=== design 1 ===
design_1/gates.png
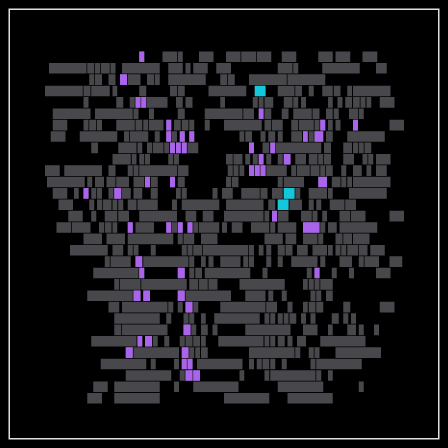

File: src/rtl/morse_round_ctrl.sv
// Single-clock round controller for the morse duel: player 1 records a symbol
// sequence, player 2 replays it, and the replay is scored with a per-symbol timeout.
module morse_round_ctrl #(
  parameter int SYM_W         = 2,
  parameter int DEPTH         = 16,
  parameter int ADDR_W        = 4,
  parameter int TIMEOUT_TICKS = 8,
  parameter int TICK_W        = 4
) (
  input  logic              clock,
  input  logic              resetn,
  input  logic              tick,
  input  logic              done_pulse,
  input  logic              p1_valid,
  input  logic [SYM_W-1:0]  p1_sym,
  input  logic              p2_valid,
  input  logic [SYM_W-1:0]  p2_sym,
  output logic [1:0]        state,
  output logic [ADDR_W:0]   p1_count,
  output logic [ADDR_W:0]   p2_index,
  output logic [SYM_W-1:0]  expected_sym,
  output logic              last_correct,
  output logic [ADDR_W:0]   mismatches,
  output logic              overflow,
  output logic              extra,
  output logic              timed_out,
  output logic              pass
);

  // state    | meaning
  // S_START  | idle between rounds, results of the previous round still shown
  // S_P1     | player 1 recording symbols into the store
  // S_P2     | player 2 replaying, each symbol compared and timed
  // S_RESULT | round scored, pass is valid
  typedef enum logic [1:0] {
    S_START  = 2'd0,
    S_P1     = 2'd1,
    S_P2     = 2'd2,
    S_RESULT = 2'd3
  } state_e;

  localparam logic [ADDR_W:0] DEPTH_C = (ADDR_W+1)'(DEPTH);
  localparam logic [ADDR_W:0] CNT_ONE = (ADDR_W+1)'(1);
  localparam logic [TICK_W:0] TMO_LIM = (TICK_W+1)'(TIMEOUT_TICKS);
  localparam logic [TICK_W:0] TMO_ONE = (TICK_W+1)'(1);
  localparam bit              TMO_EN  = (TIMEOUT_TICKS != 0);

  state_e             state_q, state_d;
  logic [ADDR_W:0]    p1_count_q, p1_count_d;
  logic [ADDR_W:0]    p2_index_q, p2_index_d;
  logic [ADDR_W:0]    mism_q, mism_d;
  logic               overflow_q, overflow_d;
  logic               extra_q, extra_d;
  logic               timed_out_q, timed_out_d;
  logic               last_correct_q, last_correct_d;
  logic               pass_q, pass_d;
  logic [TICK_W-1:0]  tmo_q, tmo_d;

  // Store is deliberately not reset; p1_count = 0 hides stale contents.
  logic [SYM_W-1:0]   mem_q [DEPTH];
  logic               wr_en;
  logic [ADDR_W-1:0]  wr_idx;
  logic [ADDR_W-1:0]  rd_idx;
  logic [SYM_W-1:0]   stored_sym;
  logic               p2_in_range;
  logic [TICK_W:0]    tmo_inc;

  assign wr_idx      = p1_count_q[ADDR_W-1:0];
  assign rd_idx      = p2_index_q[ADDR_W-1:0];
  assign stored_sym  = mem_q[rd_idx];
  assign p2_in_range = (p2_index_q < p1_count_q);
  assign tmo_inc     = {1'b0, tmo_q} + TMO_ONE;

  always_comb begin
    state_d        = state_q;
    p1_count_d     = p1_count_q;
    p2_index_d     = p2_index_q;
    mism_d         = mism_q;
    overflow_d     = overflow_q;
    extra_d        = extra_q;
    timed_out_d    = timed_out_q;
    last_correct_d = last_correct_q;
    pass_d         = pass_q;
    tmo_d          = tmo_q;
    wr_en          = 1'b0;

    unique case (state_q)
      S_START: begin
        if (done_pulse) begin
          state_d        = S_P1;
          p1_count_d     = '0;
          p2_index_d     = '0;
          mism_d         = '0;
          overflow_d     = 1'b0;
          extra_d        = 1'b0;
          timed_out_d    = 1'b0;
          last_correct_d = 1'b0;
          pass_d         = 1'b0;
        end
      end

      S_P1: begin
        if (p1_valid) begin
          if (p1_count_q < DEPTH_C) begin
            wr_en      = 1'b1;
            p1_count_d = p1_count_q + CNT_ONE;
          end else begin
            overflow_d = 1'b1;
          end
        end
        // A same-cycle symbol counts toward the non-empty check.
        if (done_pulse && (p1_count_d != '0)) begin
          state_d = S_P2;
          tmo_d   = '0;
        end
      end

      S_P2: begin
        if (p2_valid) begin
          if (p2_in_range) begin
            last_correct_d = (p2_sym == stored_sym);
            if (p2_sym != stored_sym) mism_d = mism_q + CNT_ONE;
            p2_index_d = p2_index_q + CNT_ONE;
            tmo_d      = '0;
          end else begin
            extra_d = 1'b1;
          end
        end else if (tick && TMO_EN) begin
          if (tmo_inc == TMO_LIM) begin
            timed_out_d = 1'b1;
            tmo_d       = '0;
          end else begin
            tmo_d = tmo_inc[TICK_W-1:0];
          end
        end
        if (done_pulse || timed_out_d) begin
          state_d = S_RESULT;
          pass_d  = (p2_index_d == p1_count_q) && (mism_d == '0)
                    && !extra_d && !timed_out_d;
        end
      end

      S_RESULT: begin
        if (done_pulse) begin
          state_d = S_START;
          pass_d  = 1'b0;
        end
      end

      default: state_d = S_START;
    endcase
  end

  always_ff @(posedge clock or negedge resetn) begin
    if (!resetn) begin
      state_q        <= S_START;
      p1_count_q     <= '0;
      p2_index_q     <= '0;
      mism_q         <= '0;
      overflow_q     <= 1'b0;
      extra_q        <= 1'b0;
      timed_out_q    <= 1'b0;
      last_correct_q <= 1'b0;
      pass_q         <= 1'b0;
      tmo_q          <= '0;
    end else begin
      state_q        <= state_d;
      p1_count_q     <= p1_count_d;
      p2_index_q     <= p2_index_d;
      mism_q         <= mism_d;
      overflow_q     <= overflow_d;
      extra_q        <= extra_d;
      timed_out_q    <= timed_out_d;
      last_correct_q <= last_correct_d;
      pass_q         <= pass_d;
      tmo_q          <= tmo_d;
    end
  end

  always_ff @(posedge clock) begin
    if (wr_en) mem_q[wr_idx] <= p1_sym;
  end

  assign state        = state_q;
  assign p1_count     = p1_count_q;
  assign p2_index     = p2_index_q;
  assign expected_sym = p2_in_range ? stored_sym : '0;
  assign last_correct = last_correct_q;
  assign mismatches   = mism_q;
  assign overflow     = overflow_q;
  assign extra        = extra_q;
  assign timed_out    = timed_out_q;
  assign pass         = pass_q;

endmodule

File: config.mk
export PLATFORM = sky130hd
export DESIGN_NAME = morse_round_ctrl
export DESIGN_NICKNAME = d
export VERILOG_FILES = /design/src/rtl/morse_round_ctrl.sv
export SDC_FILE = /design/constraint.sdc
export NUM_CORES = 1
export LEC_CHECK = 0
export ABC_AREA = 1
export CORE_MARGIN = 8
export CORE_UTILIZATION = 46
export CTS_BUF_LIST = sky130_fd_sc_hd__clkbuf_4 sky130_fd_sc_hd__clkbuf_8 sky130_fd_sc_hd__clkbuf_16
export CTS_CLUSTER_SIZE = 20
export DETAILED_ROUTE_END_ITERATION = 8
export PLACE_DENSITY_LB_ADDON = 0.15
export SYNTH_ARGS = -nofsm -noshare
export SYNTH_HDL_FRONTEND = slang
export SYNTH_SLANG_ARGS = --single-unit
File: constraint.sdc
create_clock -name clock -period 2.4 [get_ports clock]
set_input_delay 0.36 -clock clock [delete_from_list [all_inputs] [get_ports clock]]
set_output_delay 0.36 -clock clock [all_outputs]
set_load 0.01 [all_outputs]
=== design 2 ===
--- config.mk ---
export PLATFORM = sky130hd
export DESIGN_NAME = clk_div_ctrl_flat
export DESIGN_NICKNAME = d
export VERILOG_FILES = /design/src/rtl/clk_div_ctrl_if.sv /design/src/rtl/clk_div_ctrl.sv /design/src/flat_wrapper.sv
export SDC_FILE = /design/constraint.sdc
export NUM_CORES = 1
export LEC_CHECK = 0
export CAP_MARGIN = 20
export CELL_PAD_IN_SITES_DETAIL_PLACEMENT = 0
export CELL_PAD_IN_SITES_GLOBAL_PLACEMENT = 2
export CORE_AREA = 2 2 76 78
export CTS_BUF_LIST = sky130_fd_sc_hd__clkbuf_8
export DETAILED_ROUTE_END_ITERATION = 7
export DIE_AREA = 0 0 78 80
export HOLD_SLACK_MARGIN = 0.12
export PLACE_DENSITY = 0.95
export SLEW_MARGIN = 10
export SYNTH_ARGS = -nofsm -noshare
export SYNTH_HDL_FRONTEND = slang
export SYNTH_SLANG_ARGS = --single-unit
--- constraint.sdc ---
create_clock -name clk -period 6.3 [get_ports clk]
set_input_delay 1.26 -clock clk [delete_from_list [all_inputs] [get_ports clk]]
set_output_delay 1.26 -clock clk [all_outputs]
set_load 0.03 [all_outputs]
--- src/rtl/clk_div_ctrl_if.sv ---
// clk_div_ctrl_if: run request, ratio handshake and divided-clock status
// bundle between a controlling master and the clk_div_ctrl slave.
interface clk_div_ctrl_if #(
    parameter int DIV_W = 8
);
    logic             en;
    logic             cfg_valid;
    logic [DIV_W-1:0] cfg_div;
    logic             cfg_ready;
    logic             cfg_err;
    logic [DIV_W-1:0] cur_div;
    logic             clk_div;
    logic             tick;
    logic             busy;

    modport master (
        output en, cfg_valid, cfg_div,
        input  cfg_ready, cfg_err, cur_div, clk_div, tick, busy
    );

    modport slave (
        input  en, cfg_valid, cfg_div,
        output cfg_ready, cfg_err, cur_div, clk_div, tick, busy
    );
endinterface

--- src/rtl/clk_div_ctrl.sv ---
// clk_div_ctrl: programmable integer clock divider, ratio applied only at period
// boundaries. Define ODD_DUTY50_EN for exact 50% duty on odd ratios (negedge flop).
module clk_div_ctrl #(
    parameter int DIV_W   = 8,
    parameter int DEF_DIV = 5
) (
    input  logic          clk,
    input  logic          rst,
    clk_div_ctrl_if.slave bus
);
    typedef enum logic [1:0] {
        IDLE = 2'd0,
        RUN  = 2'd1,
        STOP = 2'd2
    } state_e;

    localparam logic [DIV_W-1:0] DEF_Q = DIV_W'(DEF_DIV);

    state_e           state_q, state_d;
    logic [DIV_W-1:0] cnt_q, cnt_d;
    logic [DIV_W-1:0] cur_div_q, cur_div_d;
    logic [DIV_W-1:0] pend_div_q, pend_div_d;
    logic             pend_vld_q, pend_vld_d;
    logic             p_q, p_d;
    logic             tick_q, tick_d;
    logic             err_q, err_d;
    logic             wrap;
    logic             xfer;
    logic             legal;
    logic [DIV_W:0]   half;

    assign wrap  = (state_q == RUN) && (cnt_q == cur_div_q - DIV_W'(1));
    assign xfer  = bus.cfg_valid && !pend_vld_q;
    assign legal = bus.cfg_div >= DIV_W'(2);

    always_comb begin
        state_d = state_q;
        cnt_d   = cnt_q;
        case (state_q)
            IDLE: begin
                cnt_d = '0;
                if (bus.en) state_d = RUN;
            end
            RUN: begin
                if (wrap) begin
                    cnt_d   = '0;
                    state_d = bus.en ? RUN : STOP;
                end else begin
                    cnt_d = cnt_q + DIV_W'(1);
                end
            end
            STOP: begin
                cnt_d   = '0;
                state_d = bus.en ? RUN : IDLE;
            end
            default: begin
                cnt_d   = '0;
                state_d = IDLE;
            end
        endcase
    end

    // A ratio arriving on the wrap cycle bypasses the pending slot entirely.
    always_comb begin
        cur_div_d  = cur_div_q;
        pend_div_d = pend_div_q;
        pend_vld_d = pend_vld_q;
        err_d      = xfer && !legal;
        if (pend_vld_q && (state_q != RUN || wrap)) begin
            cur_div_d  = pend_div_q;
            pend_vld_d = 1'b0;
        end
        if (xfer && legal) begin
            if (wrap) begin
                cur_div_d = bus.cfg_div;
            end else begin
                pend_div_d = bus.cfg_div;
                pend_vld_d = 1'b1;
            end
        end
    end

`ifdef ODD_DUTY50_EN
    assign half = {1'b0, cur_div_d} >> 1;
`else
    assign half = ({1'b0, cur_div_d} + (DIV_W+1)'(1)) >> 1;
`endif

    always_comb begin
        p_d    = (state_d == RUN) && ({1'b0, cnt_d} < half);
        tick_d = (state_d == RUN) && (cnt_d == '0);
    end

    always_ff @(posedge clk or posedge rst) begin
        if (rst) begin
            state_q    <= IDLE;
            cnt_q      <= '0;
            cur_div_q  <= DEF_Q;
            pend_div_q <= '0;
            pend_vld_q <= 1'b0;
            p_q        <= 1'b0;
            tick_q     <= 1'b0;
            err_q      <= 1'b0;
        end else begin
            state_q    <= state_d;
            cnt_q      <= cnt_d;
            cur_div_q  <= cur_div_d;
            pend_div_q <= pend_div_d;
            pend_vld_q <= pend_vld_d;
            p_q        <= p_d;
            tick_q     <= tick_d;
            err_q      <= err_d;
        end
    end

`ifdef ODD_DUTY50_EN
    logic n_q;

    // Half-cycle stretch of the high phase; only used for odd ratios.
    always_ff @(negedge clk or posedge rst) begin
        if (rst) n_q <= 1'b0;
        else     n_q <= p_q;
    end

    assign bus.clk_div = p_q | (n_q & cur_div_q[0]);
`else
    assign bus.clk_div = p_q;
`endif

    assign bus.cfg_ready = !pend_vld_q;
    assign bus.cfg_err   = err_q;
    assign bus.cur_div   = cur_div_q;
    assign bus.tick      = tick_q;
    assign bus.busy      = (state_q != IDLE);
endmodule
--- src/flat_wrapper.sv ---
// flat-port wrapper written by rule: the top's interface ports become plain ports
module clk_div_ctrl_flat 
#(
    parameter int DIV_W   = 8,
    parameter int DEF_DIV = 5
)
  (clk, rst, bus_en, bus_cfg_valid, bus_cfg_div, bus_cfg_ready, bus_cfg_err, bus_cur_div, bus_clk_div, bus_tick, bus_busy);
  clk_div_ctrl_if #(.DIV_W(DIV_W)) bus_i ();
  input  logic clk;
  input  logic rst;
  input wire logic [$bits(bus_i.en)-1:0] bus_en;
  input wire logic [$bits(bus_i.cfg_valid)-1:0] bus_cfg_valid;
  input wire logic [$bits(bus_i.cfg_div)-1:0] bus_cfg_div;
  output wire logic [$bits(bus_i.cfg_ready)-1:0] bus_cfg_ready;
  output wire logic [$bits(bus_i.cfg_err)-1:0] bus_cfg_err;
  output wire logic [$bits(bus_i.cur_div)-1:0] bus_cur_div;
  output wire logic [$bits(bus_i.clk_div)-1:0] bus_clk_div;
  output wire logic [$bits(bus_i.tick)-1:0] bus_tick;
  output wire logic [$bits(bus_i.busy)-1:0] bus_busy;
  assign bus_i.en = bus_en;
  assign bus_i.cfg_valid = bus_cfg_valid;
  assign bus_i.cfg_div = bus_cfg_div;
  assign bus_cfg_ready = bus_i.cfg_ready;
  assign bus_cfg_err = bus_i.cfg_err;
  assign bus_cur_div = bus_i.cur_div;
  assign bus_clk_div = bus_i.clk_div;
  assign bus_tick = bus_i.tick;
  assign bus_busy = bus_i.busy;
  clk_div_ctrl #(.DIV_W(DIV_W), .DEF_DIV(DEF_DIV)) u_core (.clk(clk), .rst(rst), .bus(bus_i));
endmodule
=== design 3 ===
===== config.mk =====
export PLATFORM = sky130hd
export DESIGN_NAME = alu_csr_q
export DESIGN_NICKNAME = d
export VERILOG_FILES = /design/src/rtl/alu_csr_q_pkg.sv /design/src/rtl/alu_csr_q.sv
export SDC_FILE = /design/constraint.sdc
export NUM_CORES = 1
export LEC_CHECK = 0
export CAP_MARGIN = 20
export CORE_ASPECT_RATIO = 1.2
export CORE_MARGIN = 2
export CORE_UTILIZATION = 40
export CTS_CLUSTER_SIZE = 30
export DETAILED_ROUTE_END_ITERATION = 10
export DONT_BUFFER_PORTS = 1
export PLACE_DENSITY = 0.62
export SYNTH_ARGS = -nofsm -noshare
export SYNTH_HDL_FRONTEND = slang
export SYNTH_SLANG_ARGS = --single-unit

===== constraint.sdc =====
create_clock -name clk -period 5.4 [get_ports clk]
set_input_delay 1.62 -clock clk [delete_from_list [all_inputs] [get_ports clk]]
set_output_delay 1.62 -clock clk [all_outputs]
set_load 0.01 [all_outputs]

===== src/rtl/alu_csr_q_pkg.sv =====
// rtl/alu_csr_q_pkg.sv - issue-bus command encoding shared by the ALUs
package alu_csr_q_pkg;

   typedef enum logic [3:0] {
      ALU_NOP    = 4'h0,
      ALU_ADD    = 4'h1,
      ALU_SUB    = 4'h2,
      ALU_AND    = 4'h3,
      ALU_OR     = 4'h4,
      ALU_XOR    = 4'h5,
      ALU_SLL    = 4'h6,
      ALU_SRL    = 4'h7,
      ALU_CSRRW  = 4'h8,
      ALU_CSRRS  = 4'h9,
      ALU_CSRRC  = 4'hA,
      ALU_CSRRWI = 4'hC,
      ALU_CSRRSI = 4'hD,
      ALU_CSRRCI = 4'hE
   } alu_commands_t;

endpackage


===== src/rtl/alu_csr_q.sv =====
// rtl/alu_csr_q.sv - queued CSR read-modify-write unit (optional ALU_CSR_RO_CHECK_EN)
module alu_csr_q
   import alu_csr_q_pkg::*;
#(
   parameter int XLEN       = 32,
   parameter int CSR_ADDR_W = 12,
   parameter int REG_ADDR_W = 5,
   parameter int QDEPTH     = 2
) (
   input  logic                  clk,
   input  logic                  rst_n,
   input  logic [XLEN-1:0]       arg0,
   input  logic [XLEN-1:0]       imm,
   input  alu_commands_t         cmd,
   input  logic [REG_ADDR_W-1:0] i_rs1,
   input  logic [REG_ADDR_W-1:0] i_rd,
   output logic                  busy,
   output logic                  i_error,
   output logic [XLEN-1:0]       res,
   output logic [REG_ADDR_W-1:0] o_rd,
   output logic                  valid,
   output logic                  o_error,
   output logic                  req,
   input  logic                  clear,
   output logic [CSR_ADDR_W-1:0] csr_ra,
   output logic                  csr_re,
   input  logic [XLEN-1:0]       csr_rd,
   output logic [CSR_ADDR_W-1:0] csr_wa,
   output logic                  csr_we,
   output logic [XLEN-1:0]       csr_wd,
   input  logic                  csr_err
);

   localparam int PW = (QDEPTH > 1) ? $clog2(QDEPTH) : 1;
   localparam int CW = $clog2(QDEPTH + 1);

   typedef enum logic [1:0] {S_IDLE, S_READ, S_WRITE, S_RESP} state_t;
   typedef enum logic [1:0] {OP_RW, OP_RS, OP_RC} op_t;

   // decoded issue-bus request
   logic                  is_csr, in_imm, in_wsupp, in_rsupp, push, pop;
   op_t                   in_op;
   logic [4:0]            zimm;
   logic [XLEN-1:0]       in_src;

   // command FIFO
   op_t                   op_mem    [QDEPTH];
   logic [CSR_ADDR_W-1:0] addr_mem  [QDEPTH];
   logic [XLEN-1:0]       src_mem   [QDEPTH];
   logic [REG_ADDR_W-1:0] rd_mem    [QDEPTH];
   logic                  wsupp_mem [QDEPTH];
   logic                  rsupp_mem [QDEPTH];
   logic [PW-1:0]         wr_ptr_q, rd_ptr_q;
   logic [CW-1:0]         count_q;

   // working registers of the command in flight
   state_t                state_q, state_d;
   op_t                   op_q;
   logic [CSR_ADDR_W-1:0] addr_q;
   logic [XLEN-1:0]       src_q;
   logic [REG_ADDR_W-1:0] rd_q;
   logic                  wsupp_q, rsupp_q;
   logic [XLEN-1:0]       readback_q, readback_d;
   logic                  err_q, err_d;
   logic                  ro_hit;
   logic                  unused_imm;

   assign unused_imm = ^imm[XLEN-1:CSR_ADDR_W+5];

`ifdef ALU_CSR_RO_CHECK_EN
   // top address bits 2'b11 mark the read-only CSR space
   assign ro_hit = (addr_q[CSR_ADDR_W-1 -: 2] == 2'b11) && !wsupp_q;
`else
   assign ro_hit = 1'b0;
`endif

   function automatic logic [PW-1:0] ptr_inc(input logic [PW-1:0] p);
      return (p == PW'(QDEPTH - 1)) ? '0 : p + 1'b1;
   endfunction

   // decode the offered command and its suppression flags
   always_comb begin
      is_csr = 1'b1;
      in_op  = OP_RW;
      in_imm = 1'b0;
      case (cmd)
         ALU_CSRRW:  in_op = OP_RW;
         ALU_CSRRS:  in_op = OP_RS;
         ALU_CSRRC:  in_op = OP_RC;
         ALU_CSRRWI: begin in_op = OP_RW; in_imm = 1'b1; end
         ALU_CSRRSI: begin in_op = OP_RS; in_imm = 1'b1; end
         ALU_CSRRCI: begin in_op = OP_RC; in_imm = 1'b1; end
         default:    is_csr = 1'b0;
      endcase
   end

   assign zimm     = imm[CSR_ADDR_W+4:CSR_ADDR_W];
   assign in_src   = in_imm ? {{(XLEN-5){1'b0}}, zimm} : arg0;
   assign in_wsupp = (in_op != OP_RW) && (in_imm ? (zimm == 5'd0) : (i_rs1 == '0));
   assign in_rsupp = (in_op == OP_RW) && (i_rd == '0);
   assign i_error  = !is_csr;
   // busy comes from the registered count: a same-cycle pop never frees a slot early
   assign busy     = (count_q == CW'(QDEPTH));
   assign push     = is_csr && !busy;
   assign req      = 1'b0;

   // FIFO storage needs no reset; the count qualifies it
   always_ff @(posedge clk) begin
      if (push) begin
         op_mem[wr_ptr_q]    <= in_op;
         addr_mem[wr_ptr_q]  <= imm[CSR_ADDR_W-1:0];
         src_mem[wr_ptr_q]   <= in_src;
         rd_mem[wr_ptr_q]    <= i_rd;
         wsupp_mem[wr_ptr_q] <= in_wsupp;
         rsupp_mem[wr_ptr_q] <= in_rsupp;
      end
   end

   // FIFO pointers and occupancy
   always_ff @(posedge clk or negedge rst_n) begin
      if (!rst_n) begin
         wr_ptr_q <= '0;
         rd_ptr_q <= '0;
         count_q  <= '0;
      end else begin
         if (push) wr_ptr_q <= ptr_inc(wr_ptr_q);
         if (pop)  rd_ptr_q <= ptr_inc(rd_ptr_q);
         case ({push, pop})
            2'b10:   count_q <= count_q + 1'b1;
            2'b01:   count_q <= count_q - 1'b1;
            default: count_q <= count_q;
         endcase
      end
   end

   // sequencer next state and CSR-port / result outputs
   always_comb begin
      state_d    = state_q;
      pop        = 1'b0;
      readback_d = readback_q;
      err_d      = err_q;
      csr_ra     = '0;
      csr_re     = 1'b0;
      csr_wa     = '0;
      csr_we     = 1'b0;
      csr_wd     = '0;
      valid      = 1'b0;
      res        = '0;
      o_rd       = '0;
      o_error    = 1'b0;
      case (state_q)
         S_IDLE: begin
            if (count_q != '0) begin
               pop     = 1'b1;
               state_d = S_READ;
            end
         end
         S_READ: begin
            csr_ra     = addr_q;
            csr_re     = !rsupp_q;
            readback_d = rsupp_q ? '0 : csr_rd;
            err_d      = csr_err && !rsupp_q;
            state_d    = S_WRITE;
         end
         S_WRITE: begin
            csr_wa = addr_q;
            csr_we = !wsupp_q && !ro_hit;
            case (op_q)
               OP_RS:   csr_wd = readback_q | src_q;
               OP_RC:   csr_wd = readback_q & ~src_q;
               default: csr_wd = src_q;
            endcase
            err_d   = err_q || (csr_err && csr_we) || ro_hit;
            state_d = S_RESP;
         end
         S_RESP: begin
            valid   = 1'b1;
            res     = readback_q;
            o_rd    = rd_q;
            o_error = err_q;
            if (clear) state_d = S_IDLE;
         end
         default: state_d = S_IDLE;
      endcase
   end

   // sequencer state and working registers; popping loads the FIFO head
   always_ff @(posedge clk or negedge rst_n) begin
      if (!rst_n) begin
         state_q    <= S_IDLE;
         op_q       <= OP_RW;
         addr_q     <= '0;
         src_q      <= '0;
         rd_q       <= '0;
         wsupp_q    <= 1'b0;
         rsupp_q    <= 1'b0;
         readback_q <= '0;
         err_q      <= 1'b0;
      end else begin
         state_q    <= state_d;
         readback_q <= readback_d;
         err_q      <= err_d;
         if (pop) begin
            op_q    <= op_mem[rd_ptr_q];
            addr_q  <= addr_mem[rd_ptr_q];
            src_q   <= src_mem[rd_ptr_q];
            rd_q    <= rd_mem[rd_ptr_q];
            wsupp_q <= wsupp_mem[rd_ptr_q];
            rsupp_q <= rsupp_mem[rd_ptr_q];
         end
      end
   end

endmodule


design_2/gates.png
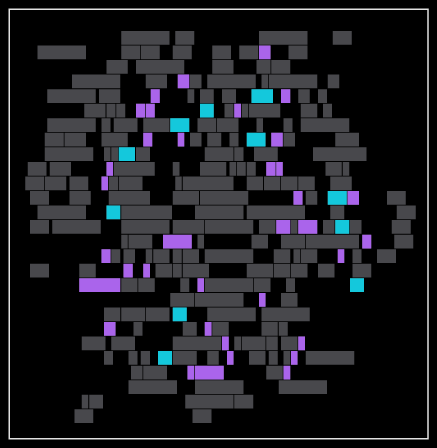
legend:
  cyan:
    family: non-inverting ao/oa cells
    cells: 11
  purple:
    family: nor cells
    cells: 36
most used logic cell in the final layout: dfrtp_1
Comb area share: 50.6%
fin cells: 303

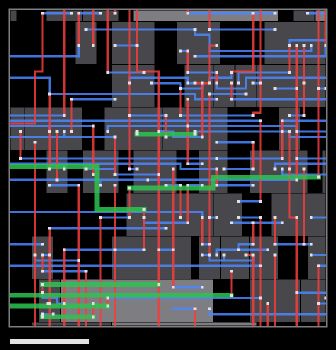
design_2/closeup.png
Bar = 5 um. Window x 29 to 49, y 46 to 66 um. Cells in gray, sequential cells in the stronger gray; small squares are vias.
legend:
  blue:
    layer: M1
  green:
    layer: M3
  red:
    layer: M2
cells with their middle in the window: 31
most frequent: nand2_1 (5), nand3_1 (3)
netlist names of flops here include: `u_core.bus.cur_div` (1)
sequential cells in the window: 1

==> reports/qor.csv, design 2 <==
stage;metric;value;unit
die;pin_count;25;
placed_design;dpl.hpwl;3.63;mm
detailed_routing;highest_layer;met4;
finish;inv_count;11;
flow_run;tool_warnings;26;
cts;clockBufferDepth;2;
cts;clock_latency;0.28;ns
critical_path;required;6.50;ns
detailed_routing;drc;0;
pwr;total_power;1420;uW
synthesis;synthCells;204;
cts;holdBufCountCts;0;
synthesis;synth_top_cell_by_count;dfrtp_1;
critical_path;cpPeakStageDelay;0.48;ns
status;status;complete, no violations;
critical_path;crit_end;u_core.bus.clk_div;
synthesis;synth.area.mux_share;5.19;%
synthesis;compound_area_share;19.0;%
cts;numCtsBuffers;5;
pwr;ir_worst_vdd;0.192;mV
final_timing;whs;0.509;ns
cts;postCtsResizedCells;0;
cts;cts_tree;yes;
worst_hold_path;worstHoldStart;u_core.pend_div_q[1];
critical_path;r2r_slack;2.10;ns
pwr;pg_seq;381;uW
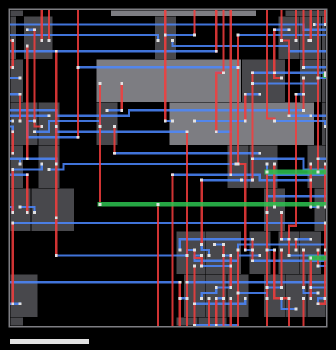
design_1/closeup.png
Bar = 5 um. Window x 41 to 61, y 62 to 82 um. Cells in gray, sequential cells in the stronger gray; small squares are vias.
legend:
  blue:
    layer: M1
  red:
    layer: M2
  green:
    layer: M3
most frequent: nand2_1 (10), nor2_1 (9)
netlist names of flops here include: `extra` (1), `pass` (1)
cells with their middle in the window: 31
sequential cells in the window: 2

About design_1/gates.png:
legend:
  purple:
    family: nor cells
    cells: 51
  cyan:
    family: non-inverting ao/oa cells
    cells: 3
fin cells: 584
Comb area share: 35.6%
most used logic cell in the final layout: nand2_1

==> reports/qor.csv, design 1 <==
stage;metric;value;unit
status;status;complete, no violations;
critical_path;critical_path.cell_chain;ha_1, a21oi_1, nand3_4, a21oi_2, dlygate4sd2_1;
detailed_routing;drt_iter0_drc;218;
flow_run;maxCapViolCount;0;
die;die_w;102;um
pwr;powerComb;1990;uW
critical_path;crit_family;flip-flops;
global_route;grt.met2_usage;25.7;%
synthesis;ys_area;0.00343;mm^2
critical_path;worstSetupPathType;reg -> out;
finish;logic_area;0.00149;mm^2
die;num_rows;31;
synthesis;synth_top_cell_by_count;nand2_1;
die;coreArea;0.00725;mm^2
die;die.size.y;102;um
synthesis;yosys_warnings;0;
final_timing;layout_setup_ws;0.119;ns
final_timing;fmax;438;MHz
finish;antenna_cells;0;
cts;post_cts_buffers;0;
synthesis;compound_area_share;7.34;%
synthesis;ys_seq_share;47.0;%
critical_path;critical_path_buf_inv_count;1;
critical_path;crit_end;expected_sym[0];
detailed_routing;drc;0;
finish;bufAreaShareNonClock;12.0;%
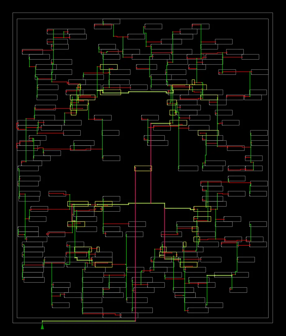
design_3/clock_nets.png
Clk. pwr: 1330 uW
CTS Buf Count: 17
Flops: 198

==> reports/qor.csv, design 3 <==
stage;metric;value;unit
critical_path;r2r_end;readback_q[0];
critical_path;cpPeakStageDelay;0.78;ns
synthesis;top_area_cell;edfxtp_1;
placed_design;port-buffer-count;0;
critical_path;worst-path-stages;4;
pwr;switchingPower;2150;uW
detailed_routing;drt_iter0_drc;281;
cts;post_cts_buffers;0;
pwr;powerComb;1910;uW
finish;finalNonFillerCells;1013;
pwr;intPower;3540;uW
synthesis;ys_types;38;
final_timing;fmax;251;MHz
finish;clkbuf_count;19;
final_timing;skew;0.0176;ns
die;taps;274;
finish;mostFrequentLayoutCells;106 x edfxtp_1, 91 x dfrtp_1, 89 x and2_1;
final_timing;finalCritPeriodShare;73.9;%
status;status;complete, no violations;
pwr;p_leak;0.00393;uW
synthesis;ys_area;0.00880;mm^2
synthesis;simple_gate_area_share;15.0;%
synthesis;synthArstFlopShare;46.5;%
synthesis;syn_avg_cell_area;11.8;um^2
detailed_routing;wl_met1;8.24;mm
synthesis;yosysTopAreaCellShare;36.2;%

=== design 4 ===
design_4/gates.png
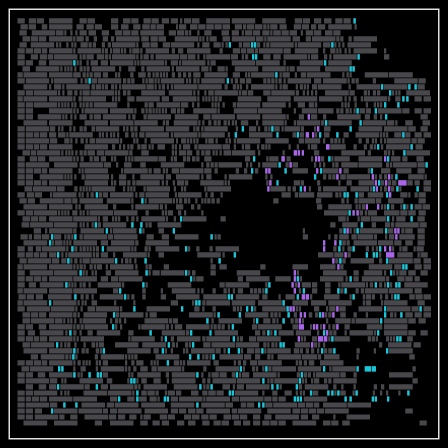

## src/rtl/adat_rx_scheduler_if.sv

```systemverilog
// Bundle of receiver-side frame inputs, mixer-side stream and per-port status for adat_rx_scheduler.
// The slave modport is the scheduler; the master modport is the receivers plus mixer.
interface adat_rx_scheduler_if #(
    parameter int NUM_PORTS = 2
);
    localparam int PW = (NUM_PORTS > 1) ? $clog2(NUM_PORTS) : 1;

    logic [NUM_PORTS-1:0]             frame_ready;
    logic [NUM_PORTS-1:0]             frame_valid;
    logic [NUM_PORTS-1:0][7:0][23:0]  frame_audio;
    logic                             out_valid;
    logic                             out_ready;
    logic [PW-1:0]                    out_port;
    logic [2:0]                       out_chan;
    logic signed [23:0]               out_sample;
    logic                             out_last;
    logic [NUM_PORTS-1:0]             locked;
    logic [NUM_PORTS-1:0]             overrun;
    logic [NUM_PORTS-1:0]             clr_overrun;

    modport master (
        output frame_ready, frame_valid, frame_audio, out_ready, clr_overrun,
        input  out_valid, out_port, out_chan, out_sample, out_last, locked, overrun
    );

    modport slave (
        input  frame_ready, frame_valid, frame_audio, out_ready, clr_overrun,
        output out_valid, out_port, out_chan, out_sample, out_last, locked, overrun
    );
endinterface

```

## src/rtl/adat_rx_scheduler.sv

```systemverilog
// Buffers ADAT frames from NUM_PORTS receivers and streams them round-robin, one channel per beat.
// Optional ADAT_SCHED_MUTE_EN: frames captured while the port is not locked stream as zeros.
//
// state    | meaning
// S_IDLE   | no frame in flight; picks the next pending port from r_rr
// S_STREAM | presenting r_buf[r_sel][r_chan], advancing on out_ready
module adat_rx_scheduler #(
    parameter int NUM_PORTS      = 2,
    parameter int LOCK_FRAMES    = 4,
    parameter int TIMEOUT_CYCLES = 2560
) (
    input  logic                  clk,
    input  logic                  rst,
    adat_rx_scheduler_if.slave    bus
);
    localparam int PW = (NUM_PORTS > 1) ? $clog2(NUM_PORTS) : 1;
    localparam int GW = $clog2(LOCK_FRAMES + 1);
    localparam int TW = $clog2(TIMEOUT_CYCLES + 1);

    localparam logic [0:0] S_IDLE   = 1'b0;
    localparam logic [0:0] S_STREAM = 1'b1;

    logic [0:0]                      r_state;
    logic [PW-1:0]                   r_sel;
    logic [PW-1:0]                   r_rr;
    logic [2:0]                      r_chan;
    logic [NUM_PORTS-1:0]            r_pending;
    logic [NUM_PORTS-1:0]            r_mute;
    logic [NUM_PORTS-1:0]            r_locked;
    logic [NUM_PORTS-1:0]            r_overrun;
    logic [NUM_PORTS-1:0][7:0][23:0] r_buf;
    logic [NUM_PORTS-1:0][GW-1:0]    r_good;
    logic [NUM_PORTS-1:0][TW-1:0]    r_tmo;

    logic                            w_hs;
    logic                            w_done;
    logic [NUM_PORTS-1:0]            w_clr;
    logic [NUM_PORTS-1:0]            w_cap;
    logic [NUM_PORTS-1:0]            w_ovr;
    logic [NUM_PORTS-1:0][GW-1:0]    w_good_nxt;
    logic                            w_found;
    logic [PW-1:0]                   w_pick;
    logic [PW-1:0]                   w_cand;
    int                              w_idx;

    always_comb begin
        w_hs       = (r_state == S_STREAM) && bus.out_ready;
        w_done     = w_hs && (r_chan == 3'd7);
        w_clr      = '0;
        w_cap      = '0;
        w_ovr      = '0;
        w_good_nxt = r_good;
        for (int p = 0; p < NUM_PORTS; p++) begin
            // A port finishing its last beat this cycle may take a new frame immediately.
            w_clr[p] = w_done && (r_sel == PW'(p));
            w_cap[p] = bus.frame_ready[p] && bus.frame_valid[p] && (!r_pending[p] || w_clr[p]);
            w_ovr[p] = bus.frame_ready[p] && bus.frame_valid[p] && r_pending[p] && !w_clr[p];
            if (bus.frame_ready[p]) begin
                if (!bus.frame_valid[p])
                    w_good_nxt[p] = '0;
                else if (r_good[p] != GW'(LOCK_FRAMES))
                    w_good_nxt[p] = r_good[p] + 1'b1;
            end else if (r_tmo[p] == TW'(TIMEOUT_CYCLES - 1)) begin
                w_good_nxt[p] = '0;
            end
        end
    end

    // Cyclic search from r_rr; iterating downwards leaves the nearest pending port selected.
    always_comb begin
        w_found = 1'b0;
        w_pick  = r_rr;
        w_idx   = 0;
        w_cand  = '0;
        for (int i = NUM_PORTS - 1; i >= 0; i--) begin
            w_idx = int'(r_rr) + i;
            if (w_idx >= NUM_PORTS)
                w_idx = w_idx - NUM_PORTS;
            w_cand = PW'(w_idx);
            if (r_pending[w_cand]) begin
                w_found = 1'b1;
                w_pick  = w_cand;
            end
        end
    end

    always_ff @(posedge clk) begin
        if (rst) begin
            r_state   <= S_IDLE;
            r_sel     <= '0;
            r_rr      <= '0;
            r_chan    <= '0;
            r_pending <= '0;
            r_mute    <= '0;
            r_locked  <= '0;
            r_overrun <= '0;
            r_good    <= '0;
            r_tmo     <= '0;
        end else begin
            r_good <= w_good_nxt;
            for (int p = 0; p < NUM_PORTS; p++) begin
                if (w_cap[p])
                    r_pending[p] <= 1'b1;
                else if (w_clr[p])
                    r_pending[p] <= 1'b0;
`ifdef ADAT_SCHED_MUTE_EN
                if (w_cap[p])
                    r_mute[p] <= (w_good_nxt[p] != GW'(LOCK_FRAMES));
`else
                r_mute[p] <= 1'b0;
`endif
                r_overrun[p] <= w_ovr[p] || (r_overrun[p] && !bus.clr_overrun[p]);
                r_locked[p]  <= (w_good_nxt[p] == GW'(LOCK_FRAMES));
                if (bus.frame_ready[p])
                    r_tmo[p] <= '0;
                else if (r_tmo[p] != TW'(TIMEOUT_CYCLES))
                    r_tmo[p] <= r_tmo[p] + 1'b1;
            end

            case (r_state)
                S_IDLE: begin
                    if (w_found) begin
                        r_sel   <= w_pick;
                        r_chan  <= '0;
                        r_state <= S_STREAM;
                    end
                end
                S_STREAM: begin
                    if (w_done) begin
                        r_rr    <= (r_sel == PW'(NUM_PORTS - 1)) ? '0 : r_sel + 1'b1;
                        r_state <= S_IDLE;
                    end else if (w_hs) begin
                        r_chan <= r_chan + 1'b1;
                    end
                end
                default: r_state <= S_IDLE;
            endcase
        end
    end

    // Sample storage carries no reset; pending flags decide what is meaningful.
    always_ff @(posedge clk) begin
        for (int p = 0; p < NUM_PORTS; p++) begin
            if (w_cap[p])
                r_buf[p] <= bus.frame_audio[p];
        end
    end

    assign bus.out_valid  = (r_state == S_STREAM);
    assign bus.out_port   = (r_state == S_STREAM) ? r_sel : '0;
    assign bus.out_chan   = (r_state == S_STREAM) ? r_chan : '0;
    assign bus.out_last   = (r_state == S_STREAM) && (r_chan == 3'd7);
    assign bus.out_sample = ((r_state == S_STREAM) && !r_mute[r_sel]) ? r_buf[r_sel][r_chan] : '0;
    assign bus.locked     = r_locked;
    assign bus.overrun    = r_overrun;
endmodule

```

## src/flat_wrapper.sv

```systemverilog
// flat-port wrapper written by rule: the top's interface ports become plain ports
module adat_rx_scheduler_flat 
#(
    parameter int NUM_PORTS      = 2,
    parameter int LOCK_FRAMES    = 4,
    parameter int TIMEOUT_CYCLES = 2560
)
  (clk, rst, bus_frame_ready, bus_frame_valid, bus_frame_audio, bus_out_ready, bus_clr_overrun, bus_out_valid, bus_out_port, bus_out_chan, bus_out_sample, bus_out_last, bus_locked, bus_overrun);
  adat_rx_scheduler_if #(.NUM_PORTS(NUM_PORTS)) bus_i ();
  input  logic clk;
  input  logic rst;
  input wire logic [$bits(bus_i.frame_ready)-1:0] bus_frame_ready;
  input wire logic [$bits(bus_i.frame_valid)-1:0] bus_frame_valid;
  input wire logic [$bits(bus_i.frame_audio)-1:0] bus_frame_audio;
  input wire logic [$bits(bus_i.out_ready)-1:0] bus_out_ready;
  input wire logic [$bits(bus_i.clr_overrun)-1:0] bus_clr_overrun;
  output wire logic [$bits(bus_i.out_valid)-1:0] bus_out_valid;
  output wire logic [$bits(bus_i.out_port)-1:0] bus_out_port;
  output wire logic [$bits(bus_i.out_chan)-1:0] bus_out_chan;
  output wire logic [$bits(bus_i.out_sample)-1:0] bus_out_sample;
  output wire logic [$bits(bus_i.out_last)-1:0] bus_out_last;
  output wire logic [$bits(bus_i.locked)-1:0] bus_locked;
  output wire logic [$bits(bus_i.overrun)-1:0] bus_overrun;
  assign bus_i.frame_ready = bus_frame_ready;
  assign bus_i.frame_valid = bus_frame_valid;
  assign bus_i.frame_audio = bus_frame_audio;
  assign bus_i.out_ready = bus_out_ready;
  assign bus_i.clr_overrun = bus_clr_overrun;
  assign bus_out_valid = bus_i.out_valid;
  assign bus_out_port = bus_i.out_port;
  assign bus_out_chan = bus_i.out_chan;
  assign bus_out_sample = bus_i.out_sample;
  assign bus_out_last = bus_i.out_last;
  assign bus_locked = bus_i.locked;
  assign bus_overrun = bus_i.overrun;
  adat_rx_scheduler #(.NUM_PORTS(NUM_PORTS), .LOCK_FRAMES(LOCK_FRAMES), .TIMEOUT_CYCLES(TIMEOUT_CYCLES)) u_core (.clk(clk), .rst(rst), .bus(bus_i));
endmodule
```

## config.mk

```make
export PLATFORM = sky130hd
export DESIGN_NAME = adat_rx_scheduler_flat
export DESIGN_NICKNAME = d
export VERILOG_FILES = /design/src/rtl/adat_rx_scheduler_if.sv /design/src/rtl/adat_rx_scheduler.sv /design/src/flat_wrapper.sv
export SDC_FILE = /design/constraint.sdc
export NUM_CORES = 1
export LEC_CHECK = 0
export ABC_AREA = 1
export ABC_CLOCK_PERIOD_IN_PS = 14000
export CAP_MARGIN = 20
export CORE_MARGIN = 3
export CORE_UTILIZATION = 52
export CTS_BUF_LIST = sky130_fd_sc_hd__clkbuf_4
export DETAILED_ROUTE_END_ITERATION = 16
export GPL_TIMING_DRIVEN = 1
export PLACE_DENSITY = 0.83
export SLEW_MARGIN = 20
export SYNTH_ARGS = -nofsm -noshare
export SYNTH_HDL_FRONTEND = slang
export SYNTH_SLANG_ARGS = --single-unit
```

## constraint.sdc

```tcl
create_clock -name clk -period 14 [get_ports clk]
set_input_delay 2.8 -clock clk [delete_from_list [all_inputs] [get_ports clk]]
set_output_delay 2.8 -clock clk [all_outputs]
set_load 0.05 [all_outputs]
```

=== design 5 ===
[config.mk]
export PLATFORM = sky130hd
export DESIGN_NAME = wptr_full_handler
export DESIGN_NICKNAME = d
export VERILOG_FILES = /design/src/rtl/wptr_full_handler.sv
export SDC_FILE = /design/constraint.sdc
export NUM_CORES = 1
export LEC_CHECK = 0
export CAP_MARGIN = 30
export CORE_MARGIN = 1.5
export CORE_UTILIZATION = 30
export DETAILED_ROUTE_END_ITERATION = 10
export GPL_TIMING_DRIVEN = 1
export SLEW_MARGIN = 20
export SYNTH_ARGS = -nofsm -noshare
export SYNTH_HDL_FRONTEND = slang
export SYNTH_SLANG_ARGS = --single-unit
[constraint.sdc]
create_clock -name wclk -period 4.15 [get_ports wclk]
set_input_delay 0.83 -clock wclk [delete_from_list [all_inputs] [get_ports wclk]]
set_output_delay 0.83 -clock wclk [all_outputs]
set_load 0.005 [all_outputs]
[src/rtl/wptr_full_handler.sv]
// Write-side pointer and flag controller for an asynchronous FIFO.
// Keeps the binary write pointer, publishes its Gray form, and derives full/level flags from the synchronised read pointer.
module wptr_full_handler #(
  parameter int ADDR_W    = 4,
  parameter int AF_THRESH = 12
) (
  input  logic              wclk,
  input  logic              wrst,
  input  logic              w_en,
  input  logic [ADDR_W:0]   g_rptr,
  input  logic              ovf_clr,
  output logic [ADDR_W-1:0] waddr,
  output logic              w_accept,
  output logic [ADDR_W:0]   wptr,
  output logic              full,
  output logic              almost_full,
  output logic [ADDR_W:0]   wlevel,
  output logic              overflow
);

  localparam logic [ADDR_W:0] AF_T = (ADDR_W+1)'(AF_THRESH);

  logic [ADDR_W:0] wbin_q, wbin_d;
  logic [ADDR_W:0] wptr_q, wptr_d;
  logic            full_q, full_d;
  logic            almost_full_q, almost_full_d;
  logic [ADDR_W:0] wlevel_q, wlevel_d;
  logic            overflow_q, overflow_d;

  logic [ADDR_W:0] rbin;
  logic [ADDR_W:0] full_pattern;
  logic [ADDR_W:0] level_calc;

  // Gray-to-binary: each binary bit is the XOR of all Gray bits at or above it.
  assign rbin[ADDR_W] = g_rptr[ADDR_W];
  generate
    for (genvar gi = ADDR_W - 1; gi >= 0; gi--) begin : g_rbin
      assign rbin[gi] = rbin[gi+1] ^ g_rptr[gi];
    end
  endgenerate

  // In Gray space, "one full lap ahead" means the top two bits are inverted.
  assign full_pattern = {~g_rptr[ADDR_W:ADDR_W-1], g_rptr[ADDR_W-2:0]};

  assign w_accept = w_en & ~full_q;

  always_comb begin
    wbin_d        = wbin_q + {{ADDR_W{1'b0}}, w_accept};
    wptr_d        = (wbin_d >> 1) ^ wbin_d;
    level_calc    = wbin_d - rbin;
    full_d        = (wptr_d == full_pattern);
    wlevel_d      = level_calc;
    almost_full_d = (level_calc >= AF_T);
    overflow_d    = overflow_q;
    if (ovf_clr) begin
      overflow_d = 1'b0;
    end
    // A fresh overflow event outranks a simultaneous clear.
    if (w_en && full_q) begin
      overflow_d = 1'b1;
    end
  end

  always_ff @(posedge wclk) begin
    if (wrst) begin
      wbin_q        <= '0;
      wptr_q        <= '0;
      full_q        <= 1'b0;
      almost_full_q <= 1'b0;
      wlevel_q      <= '0;
      overflow_q    <= 1'b0;
    end else begin
      wbin_q        <= wbin_d;
      wptr_q        <= wptr_d;
      full_q        <= full_d;
      almost_full_q <= almost_full_d;
      wlevel_q      <= wlevel_d;
      overflow_q    <= overflow_d;
    end
  end

  assign waddr       = wbin_q[ADDR_W-1:0];
  assign wptr        = wptr_q;
  assign full        = full_q;
  assign almost_full = almost_full_q;
  assign wlevel      = wlevel_q;
  assign overflow    = overflow_q;

endmodule

design_4/pinout.png
Bar = 50 um. Pins as bars across the die edge, other pins in gray.
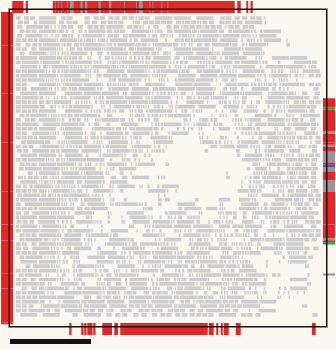
legend:
  blue:
    port: `bus_out_last`
    pins: 1
    direction: output
    edge: east
  green:
    port: `bus_clr_overrun`
    pins: 2
    direction: input
    edge: east
  red:
    port: `bus_frame_audio`
    pins: 384
    direction: input
    edge: 141 west, 109 north, 86 south, 48 east
die height: 194 um
die width: 194 um
IO buf count: 426

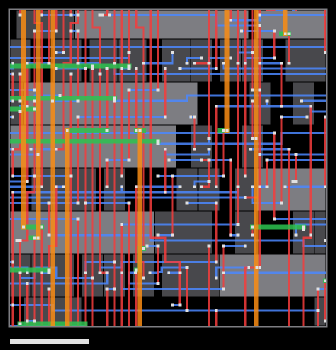
design_4/closeup.png
Bar = 5 um. Window x 87 to 107, y 126 to 146 um. Cells in gray, sequential cells in the stronger gray; small squares are vias.
legend:
  red:
    layer: M2
  green:
    layer: M3
  blue:
    layer: M1
  orange:
    layer: M4
most frequent: nand2_1 (16), clkdlybuf4s50_1 (5), edfxtp_1 (5)
sequential cells in the window: 5
cells with their middle in the window: 36
netlist names of flops here include: `u_core.r_buf` (5)

## Picture notes: design_4/gates.png
legend:
  cyan:
    family: inv cells
    cells: 240
    where: all over the die
  purple:
    family: nor cells
    cells: 71
    where: east

==> reports/qor.csv, design 4 <==
stage;metric;value;unit
critical_path;critical_path_buf_inv_count;3;
pwr;maxPowerGroup;registers;
worst_hold_path;worstHoldStart;u_core.r_tmo[22];
die;pin_count;427;
pwr;netSwitchingFraction;25.1;%
final_timing;skew;0.0478;ns
synthesis;syn_nets;2214;
pwr;total_power;2880;uW
synthesis;simple_gate_area_share;21.7;%
detailed_routing;detail_route.wl_per_cell;21.5;um
finish;layout.comb_gates.multi_input;1060;
placed_design;dpl.hpwl;41.5;mm
final_timing;min_period;7.78;ns
critical_path;reg2regPathDepth;6;
finish;logic_area;0.00456;mm^2
status;status;complete, no violations;
synthesis;top_logic_kind;simple AND/OR/NAND/NOR gates;
finish;clkbuf_count;159;
finish;mostFrequentLayoutCells;642 x nand2_1, 426 x clkdlybuf4s50_1, 384 x edfxtp_1;
synthesis;yosys_warnings;0;
detailed_routing;vias_per_cell;5.33;
final_timing;drv_slew;0;
finish;clkCellAreaFrac;5.66;%
finish;largest_class;registers;
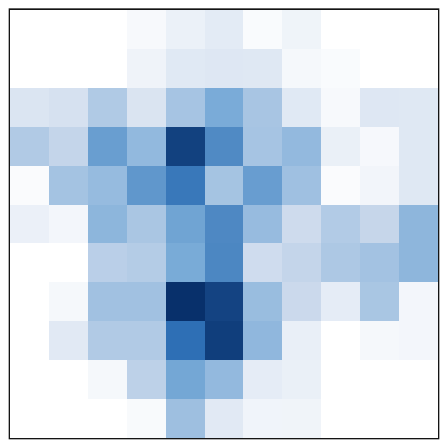
design_5/route_heat.png
11 x 11 tiles, from white (low) to dark blue (high), scaled to the fullest tile. Values are wire area over tile area, all layers added.
tiles over half the peak: 12%
nearly empty tiles: 22%
fullest tile: 0.38
densest ninth of the die: center
emptiest ninth of the die: south-east
mean over tiles: 0.085

==> reports/qor.csv, design 5 <==
stage;metric;value;unit
status;status;complete, no violations;
worst_hold_path;hold_class;reg -> reg;
finish;lay_top_count;clkdlybuf4s50_1;
final_timing;tns;0;ns
finish;largest_class;multi-input combinational cells;
finish;comb_area_share;41.5;%
cts;cts-root-buf;clkbuf_4;
global_route;grt_pass1_wl;2.98;mm
worst_hold_path;hold_path_end;overflow;
global_route;use_met3;2.79;%
pwr;maxPowerGroup;registers;
finish;logic_area;487;um^2
finish;mostFrequentLayoutCells;26 x clkdlybuf4s50_1, 17 x dfxtp_1, 14 x xnor2_1;
critical_path;crit_slowest_cell;clkdlybuf4s50_1;
synthesis;synth_flops;17;
finish;clkCellAreaFrac;2.35;%
synthesis;compound_area_share;7.81;%
pwr;ir_worst_vdd;0.198;mV
detailed_routing;dr.pass1.iters;2;


==> gallery <==
The clock network.
picture 1
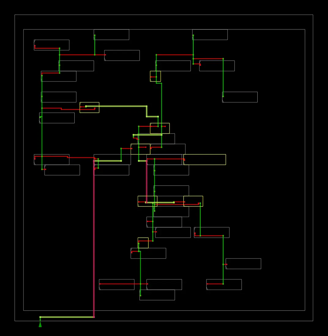
picture 2
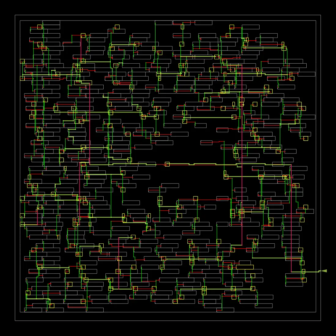
picture 3
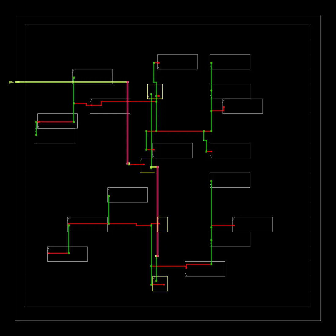
picture 4
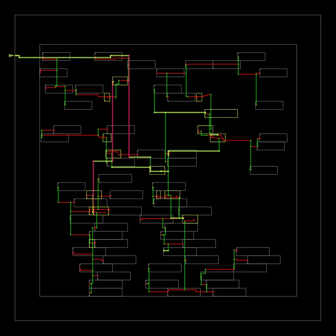
Picture 4 is design 1.
Picture 1 is design 2.
Picture 3 is design 5.
Picture 2 is design 4.

Power is estimated from default activity; no workload was simulated.
